# ---- ring_phase_monitor_flat ----
ring_phase_monitor_flat/congestion.png
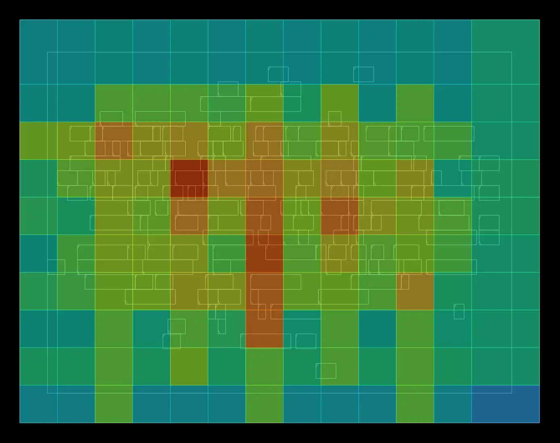

### config.mk
export PLATFORM = sky130hd
export DESIGN_NAME = ring_phase_monitor_flat
export DESIGN_NICKNAME = d
export VERILOG_FILES = /design/src/rtl/ring_phase_monitor_if.sv /design/src/rtl/ring_phase_monitor.sv /design/src/flat_wrapper.sv
export SDC_FILE = /design/constraint.sdc
export NUM_CORES = 1
export LEC_CHECK = 0
export CORE_ASPECT_RATIO = 0.75
export CORE_MARGIN = 5
export CORE_UTILIZATION = 25
export DETAILED_ROUTE_END_ITERATION = 10
export GPL_TIMING_DRIVEN = 0
export SYNTH_ARGS = -nofsm -noshare
export SYNTH_HDL_FRONTEND = slang
export SYNTH_SLANG_ARGS = --single-unit
### constraint.sdc
create_clock -name clk -period 2.25 [get_ports clk]
set_input_delay 0.45 -clock clk [delete_from_list [all_inputs] [get_ports clk]]
set_output_delay 0.45 -clock clk [all_outputs]
set_load 0.02 [all_outputs]
### src/rtl/ring_phase_monitor_if.sv
// Bus bundle between a ring-counter source and ring_phase_monitor.
// master drives the ring sample and clear; slave returns phase/lock status.
interface ring_phase_monitor_if #(
  parameter int unsigned WIDTH = 4,
  parameter int unsigned REV_W = 8,
  parameter int unsigned ERR_W = 4
);
  localparam int unsigned IDX_W = (WIDTH > 1) ? $clog2(WIDTH) : 1;

  logic [WIDTH-1:0] ring_in;
  logic             clr;
  logic [IDX_W-1:0] phase_idx;
  logic             locked;
  logic             fault;
  logic             wrap_pulse;
  logic [REV_W-1:0] rev_count;
  logic [ERR_W-1:0] err_count;

  modport master (
    output ring_in, clr,
    input  phase_idx, locked, fault, wrap_pulse, rev_count, err_count
  );

  modport slave (
    input  ring_in, clr,
    output phase_idx, locked, fault, wrap_pulse, rev_count, err_count
  );
endinterface

### src/rtl/ring_phase_monitor.sv
// Checks a rotate-left one-hot ring for correct sequencing, encodes the phase,
// counts revolutions and faults. Optional macro RING_STALL_OK_EN allows holds.
module ring_phase_monitor #(
  parameter int unsigned WIDTH    = 4,
  parameter int unsigned LOCK_CNT = 4,
  parameter int unsigned REV_W    = 8,
  parameter int unsigned ERR_W    = 4
) (
  input  logic                 clk,
  input  logic                 rst,
  ring_phase_monitor_if.slave  bus
);
  localparam int unsigned IDX_W = (WIDTH > 1) ? $clog2(WIDTH) : 1;
  localparam int unsigned CNT_W = $clog2(LOCK_CNT + 1);

  typedef enum logic [1:0] {IDLE, SYNC, LOCKED, FAULT} state_t;

  state_t           state, state_d;
  logic [WIDTH-1:0] ring_q;
  logic [CNT_W-1:0] good_cnt, good_d;
  logic [IDX_W-1:0] phase_q, phase_d, enc;
  logic             locked_q, fault_q, wrap_q, wrap_d;
  logic [REV_W-1:0] rev_q, rev_d;
  logic [ERR_W-1:0] err_q, err_d, err_base;
  logic [WIDTH-1:0] ring_rot;
  logic             onehot, adv, hold, wrap, fault_ev;

  assign ring_rot = {ring_q[WIDTH-2:0], ring_q[WIDTH-1]};
  assign onehot   = (bus.ring_in != '0) &&
                    ((bus.ring_in & (bus.ring_in - WIDTH'(1))) == '0);
  assign adv      = onehot && (bus.ring_in == ring_rot);
  assign wrap     = ring_q[WIDTH-1] && bus.ring_in[0];

`ifdef RING_STALL_OK_EN
  assign hold = onehot && (bus.ring_in == ring_q);
`else
  assign hold = 1'b0;
`endif

  // Binary encode of the incoming one-hot sample
  always_comb begin
    enc = '0;
    for (int i = 0; i < WIDTH; i++) begin
      if (bus.ring_in[i]) enc = IDX_W'(i);
    end
  end

  // Next-state, counters and output next-values
  always_comb begin
    state_d  = state;
    good_d   = good_cnt;
    wrap_d   = 1'b0;
    fault_ev = 1'b0;
    unique case (state)
      IDLE: begin
        if (onehot) begin
          state_d = SYNC;
          good_d  = '0;
        end
      end
      SYNC: begin
        if (!onehot) begin
          state_d = IDLE;
          good_d  = '0;
        end else if (adv) begin
          if (good_cnt == CNT_W'(LOCK_CNT - 1)) begin
            state_d = LOCKED;
            good_d  = '0;
          end else begin
            good_d = good_cnt + CNT_W'(1);
          end
        end else if (!hold) begin
          good_d = '0;
        end
      end
      LOCKED: begin
        if (adv) begin
          wrap_d = wrap && !bus.clr;
        end else if (!hold) begin
          state_d  = FAULT;
          fault_ev = 1'b1;
        end
      end
      FAULT: begin
        if (bus.clr) state_d = IDLE;
      end
      default: state_d = IDLE;
    endcase

    rev_d    = bus.clr ? '0 : (wrap_d ? rev_q + REV_W'(1) : rev_q);
    err_base = bus.clr ? '0 : err_q;
    err_d    = (fault_ev && (err_base != '1)) ? err_base + ERR_W'(1) : err_base;
    phase_d  = (state_d == IDLE) ? '0 : enc;
  end

  always_ff @(posedge clk or negedge rst) begin
    if (!rst) begin
      state    <= IDLE;
      ring_q   <= '0;
      good_cnt <= '0;
      phase_q  <= '0;
      locked_q <= 1'b0;
      fault_q  <= 1'b0;
      wrap_q   <= 1'b0;
      rev_q    <= '0;
      err_q    <= '0;
    end else begin
      state    <= state_d;
      ring_q   <= bus.ring_in;
      good_cnt <= good_d;
      phase_q  <= phase_d;
      locked_q <= (state_d == LOCKED);
      fault_q  <= (state_d == FAULT);
      wrap_q   <= wrap_d;
      rev_q    <= rev_d;
      err_q    <= err_d;
    end
  end

  assign bus.phase_idx  = phase_q;
  assign bus.locked     = locked_q;
  assign bus.fault      = fault_q;
  assign bus.wrap_pulse = wrap_q;
  assign bus.rev_count  = rev_q;
  assign bus.err_count  = err_q;
endmodule
### src/flat_wrapper.sv
// flat-port wrapper written by rule: the top's interface ports become plain ports
module ring_phase_monitor_flat 
#(
  parameter int unsigned WIDTH    = 4,
  parameter int unsigned LOCK_CNT = 4,
  parameter int unsigned REV_W    = 8,
  parameter int unsigned ERR_W    = 4
)
  (clk, rst, bus_ring_in, bus_clr, bus_phase_idx, bus_locked, bus_fault, bus_wrap_pulse, bus_rev_count, bus_err_count);
  ring_phase_monitor_if #(.WIDTH(WIDTH), .REV_W(REV_W), .ERR_W(ERR_W)) bus_i ();
  input  logic clk;
  input  logic rst;
  input wire logic [$bits(bus_i.ring_in)-1:0] bus_ring_in;
  input wire logic [$bits(bus_i.clr)-1:0] bus_clr;
  output wire logic [$bits(bus_i.phase_idx)-1:0] bus_phase_idx;
  output wire logic [$bits(bus_i.locked)-1:0] bus_locked;
  output wire logic [$bits(bus_i.fault)-1:0] bus_fault;
  output wire logic [$bits(bus_i.wrap_pulse)-1:0] bus_wrap_pulse;
  output wire logic [$bits(bus_i.rev_count)-1:0] bus_rev_count;
  output wire logic [$bits(bus_i.err_count)-1:0] bus_err_count;
  assign bus_i.ring_in = bus_ring_in;
  assign bus_i.clr = bus_clr;
  assign bus_phase_idx = bus_i.phase_idx;
  assign bus_locked = bus_i.locked;
  assign bus_fault = bus_i.fault;
  assign bus_wrap_pulse = bus_i.wrap_pulse;
  assign bus_rev_count = bus_i.rev_count;
  assign bus_err_count = bus_i.err_count;
  ring_phase_monitor #(.WIDTH(WIDTH), .LOCK_CNT(LOCK_CNT), .REV_W(REV_W), .ERR_W(ERR_W)) u_core (.clk(clk), .rst(rst), .bus(bus_i));
endmodule
# ---- word_serializer ----
[src/rtl/word_serializer.sv]
// word_serializer: accepts WIDTH-bit words and emits them LSB-first, one bit per clock,
// preceded by a one-cycle seq_clr. Define WORD_SERIALIZER_BUF_EN to add a one-entry holding register.
module word_serializer #(
  parameter int unsigned WIDTH = 8
) (
  input  logic             clk,
  input  logic             rst,
  input  logic [WIDTH-1:0] in_data,
  input  logic             in_valid,
  output logic             in_ready,
  output logic             bit_out,
  output logic             bit_valid,
  output logic             bit_last,
  output logic             seq_clr
);

  localparam int unsigned CW = $clog2(WIDTH);
  localparam logic [CW-1:0] CNT_LAST   = CW'(WIDTH - 1);
  localparam logic [CW-1:0] CNT_PENULT = CW'(WIDTH - 2);

  typedef enum logic [1:0] {
    IDLE  = 2'd0,
    CLR   = 2'd1,
    SHIFT = 2'd2
  } state_t;

  state_t           state;
  logic [WIDTH-1:0] shreg;
  logic [CW-1:0]    cnt;
  logic             accept;
  logic             at_last;

  assign accept  = in_valid & in_ready;
  assign at_last = (state == SHIFT) && (cnt == CNT_LAST);

`ifdef WORD_SERIALIZER_BUF_EN
  logic [WIDTH-1:0] hold_data;
  logic             hold_full;

  assign in_ready = rst & (~hold_full | (state == IDLE));
`else
  assign in_ready = rst & (state == IDLE);
`endif

  // bit_out holds the bit being presented; shreg already holds the remaining bits
  always_ff @(posedge clk) begin
    if (!rst) begin
      state     <= IDLE;
      shreg     <= '0;
      cnt       <= '0;
      bit_out   <= 1'b0;
      bit_valid <= 1'b0;
      bit_last  <= 1'b0;
      seq_clr   <= 1'b0;
`ifdef WORD_SERIALIZER_BUF_EN
      hold_data <= '0;
      hold_full <= 1'b0;
`endif
    end else begin
      seq_clr <= 1'b0;
      case (state)
        IDLE: begin
          if (accept) begin
            shreg   <= in_data;
            seq_clr <= 1'b1;
            state   <= CLR;
          end
        end
        CLR: begin
          cnt       <= '0;
          bit_out   <= shreg[0];
          bit_valid <= 1'b1;
          bit_last  <= 1'b0;
          shreg     <= shreg >> 1;
          state     <= SHIFT;
        end
        SHIFT: begin
          if (cnt == CNT_LAST) begin
            bit_out   <= 1'b0;
            bit_valid <= 1'b0;
            bit_last  <= 1'b0;
            cnt       <= '0;
`ifdef WORD_SERIALIZER_BUF_EN
            if (hold_full) begin
              shreg   <= hold_data;
              seq_clr <= 1'b1;
              state   <= CLR;
            end else if (accept) begin
              shreg   <= in_data;
              seq_clr <= 1'b1;
              state   <= CLR;
            end else begin
              state <= IDLE;
            end
`else
            state <= IDLE;
`endif
          end else begin
            bit_out  <= shreg[0];
            bit_last <= (cnt == CNT_PENULT);
            shreg    <= shreg >> 1;
            cnt      <= cnt + CW'(1);
          end
        end
        default: state <= IDLE;
      endcase
`ifdef WORD_SERIALIZER_BUF_EN
      // Words arriving mid-word park here; one arriving on the final bit goes straight to shreg
      if (hold_full && at_last) begin
        hold_full <= 1'b0;
      end else if (accept && (state != IDLE) && !at_last) begin
        hold_data <= in_data;
        hold_full <= 1'b1;
      end
`endif
    end
  end

endmodule

[config.mk]
export PLATFORM = sky130hd
export DESIGN_NAME = word_serializer
export DESIGN_NICKNAME = d
export VERILOG_FILES = /design/src/rtl/word_serializer.sv
export SDC_FILE = /design/constraint.sdc
export NUM_CORES = 1
export LEC_CHECK = 0
export ABC_CLOCK_PERIOD_IN_PS = 1500
export CAP_MARGIN = 20
export CORE_MARGIN = 8
export CORE_UTILIZATION = 45
export DETAILED_ROUTE_END_ITERATION = 10
export GPL_TIMING_DRIVEN = 1
export PLACE_DENSITY_LB_ADDON = 0.2
export SLEW_MARGIN = 20
export SYNTH_ARGS = -nofsm -noshare
export SYNTH_HDL_FRONTEND = slang
export SYNTH_SLANG_ARGS = --single-unit
[constraint.sdc]
create_clock -name clk -period 1.5 [get_ports clk]
set_input_delay 0.45 -clock clk [delete_from_list [all_inputs] [get_ports clk]]
set_output_delay 0.45 -clock clk [all_outputs]
set_load 0.01 [all_outputs]

==> notes/layouts.md <==
Pictures saved along the way, in no particular order.

Register map, names as in the netlist.
picture 1
Scale: 4 px per µm. Other sequential cells in the stronger grey, the rest of the logic in the fainter grey.
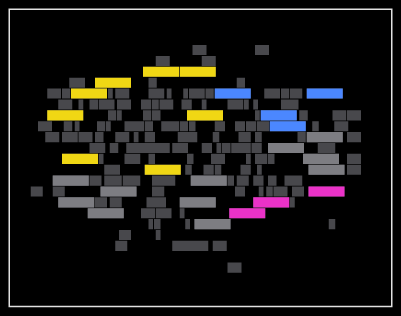
picture 2
Scale: 8 px per µm. Other sequential cells in the stronger grey, the rest of the logic in the fainter grey.
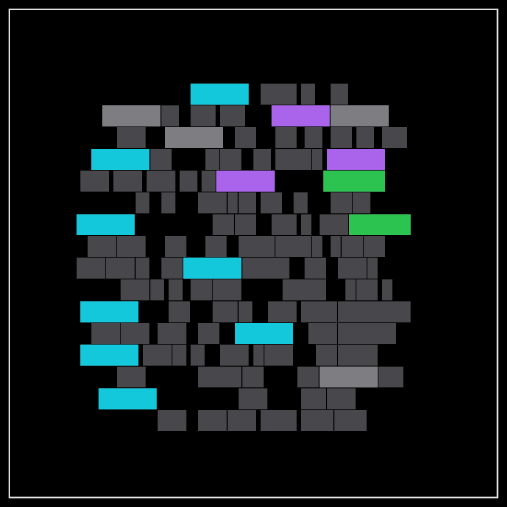
Picture 2 comes from word_serializer.
Picture 1 comes from ring_phase_monitor_flat.
Of these, largest die: picture 1
Of these, most sequential cells: picture 1

Key to picture 1:
`u_core.bus.rev_count`: shown in yellow, sequential cells 8. `u_core.good_cnt`: shown in magenta, sequential cells 3. `u_core.bus.err_count`: shown in blue, sequential cells 4.
Another 11 sequential cells are not coloured.

word_serializer/layer_met3.png
Scale: 6 px per µm. Cells faint in the background.
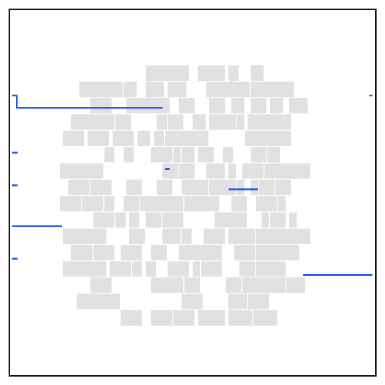
The layer carries 53.3 µm of wire. 8 nets have wire on it. The layer holds 3.0% of the routed length. The longest straight run is 24.1 µm. The wires run mostly horizontal.

==> CHANGELOG.md, word_serializer <==
### Changed

- Pre-antenna DRT Iters: 4
- Core utilization before placement: 47.1%
- Tally of clock buffers in the finished layout: 3
- Clk slew on worst S/H paths: 100 ps
- Startpoint kind of the worst setup timing path: flip-flop
- Path type of the worst setup path: reg -> out
- Start point of the worst hold path: shreg[7]$_SDFFE_PN0P_
- Peak per-stage delay on the critical path: 350 ps
- Number of well taps: 27
- Number of inverters outside the clock class in the layout: 3
- Clock-cell share of area: 2.26%
- Pin count of the biggest net entering global routing: 22
- Hold buffer count at cts: 0
- Max-slew violation total from the final report: 0
- Top cell area share: 37.6%
- Outcome: finished with violations
- Final critical-path share of the clock period: 103%
- Final number of hold-violating endpoints: 0
- Total die size: 3700 µm²
- Number of enable-type register cells in the synthesized netlist: 0
- Area share of xor/xnor cells in the synthesized design: 0%
- Count of endpoints failing setup in the final report: 1
- Failing checks: negative setup slack
- Routed vias/inst: 4.94
- Registers: 17
- Simple-gate portion of the synthesized area: 19.2%
- FF-to-FF Start: state[0]$_SDFFE_PN0P_
- Worst path setup slack after routing: -41.5 ps
ring_phase_monitor_flat/layer_met1.png
Scale: 6 px per µm. Supply wires on this layer in grey. Cells faint in the background.
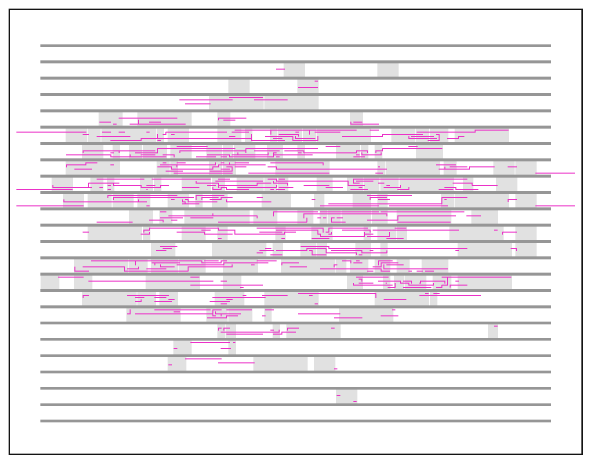
The layer holds 50% of the routed length. The longest straight run is 23.0 µm. The layer carries 1,550 µm of wire.

About ring_phase_monitor_flat/congestion.png:
met2 global-route usage: 13.0%
total global-route track usage: 9.16%
met3 track demand over resource in global routing: 3.74%
global-route met1 utilization: 13.5%
final cell utilization of the core: 33.9%

==> CHANGELOG.md, ring_phase_monitor_flat <==
### Changed

- Series of cell instances along the critical path: dlygate4sd2_1, xor2_1, or4_4, buf_6, nor3_2, mux2_2
- FF-to-FF Start: u_core.ring_q[3]$_DFF_PN0_
- Final critical-path share of the clock period: 93.5%
- Maxcap violations: 0
- Synth mux share: 6.61%
- Number of levels in the clock H-tree: 1
- Routed vias/inst: 4.51
- CTS sink count: 26
- Source of the critical timing path: bus_ring_in[2]
- Setup tns final: 0 ps
- Number of well taps: 75
- Busiest metal layer after global routing: met1
- CP arrival: 2270 ps
- Net count after synthesis: 140
- Outcome: finished, final reports clean
- Tally of clock buffers in the finished layout: 3
- Worst vdd ir: 265 µV
- Library cell contributing the largest single delay on the critical path: sky130_fd_sc_hd__or4_4
- Max-slew violation total from the final report: 0
- Crit Reg-Reg Endpoint: u_core.bus.rev_count[3]$_DFFE_PN0P_
- Remaining routing DRC violations: 0
- CTS tree: yes
- Cells on worst reg2reg path: 5
- Biggest area contributors in the synthesized netlist: sky130_fd_sc_hd__dfrtp_1 48%, sky130_fd_sc_hd__mux2_2 5.8%, sky130_fd_sc_hd__nor2b_1 5.1%
- Count of endpoints failing setup in the final report: 0
- Relative area change from synthesis to final layout: 32.5%
- Bufs w/o clock: 29
- Width of the die: 95.2 µm
- Number of enable-type register cells in the synthesized netlist: 0
- Top cell area share: 47.8%
- Area share of xor/xnor cells in the synthesized design: 3.86%
- Routed wire length on met3: 210 µm
- Class of the most critical hold timing path: in -> async


## Gallery

Wiring by layer.
panel A
Scale: 8 px per µm. Only two layers are drawn.
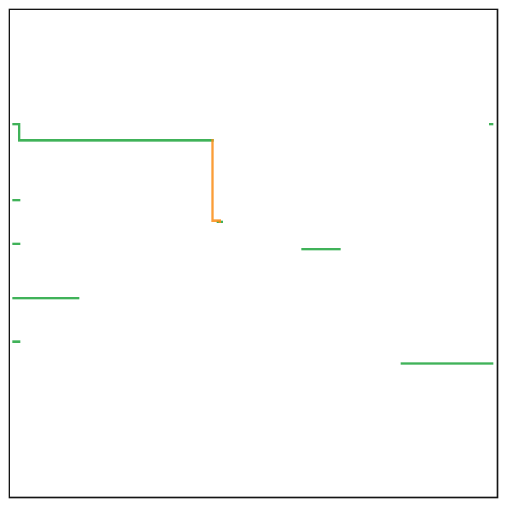
panel B
Scale: 4 px per µm. Only two layers are drawn.
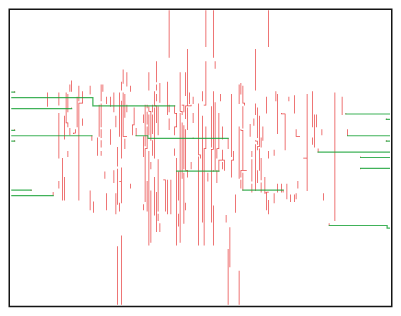
| from | picture |
|---|---|
| word_serializer | panel A |
| ring_phase_monitor_flat | panel B |
Of these, largest die: panel B
Of these, most wire: panel B

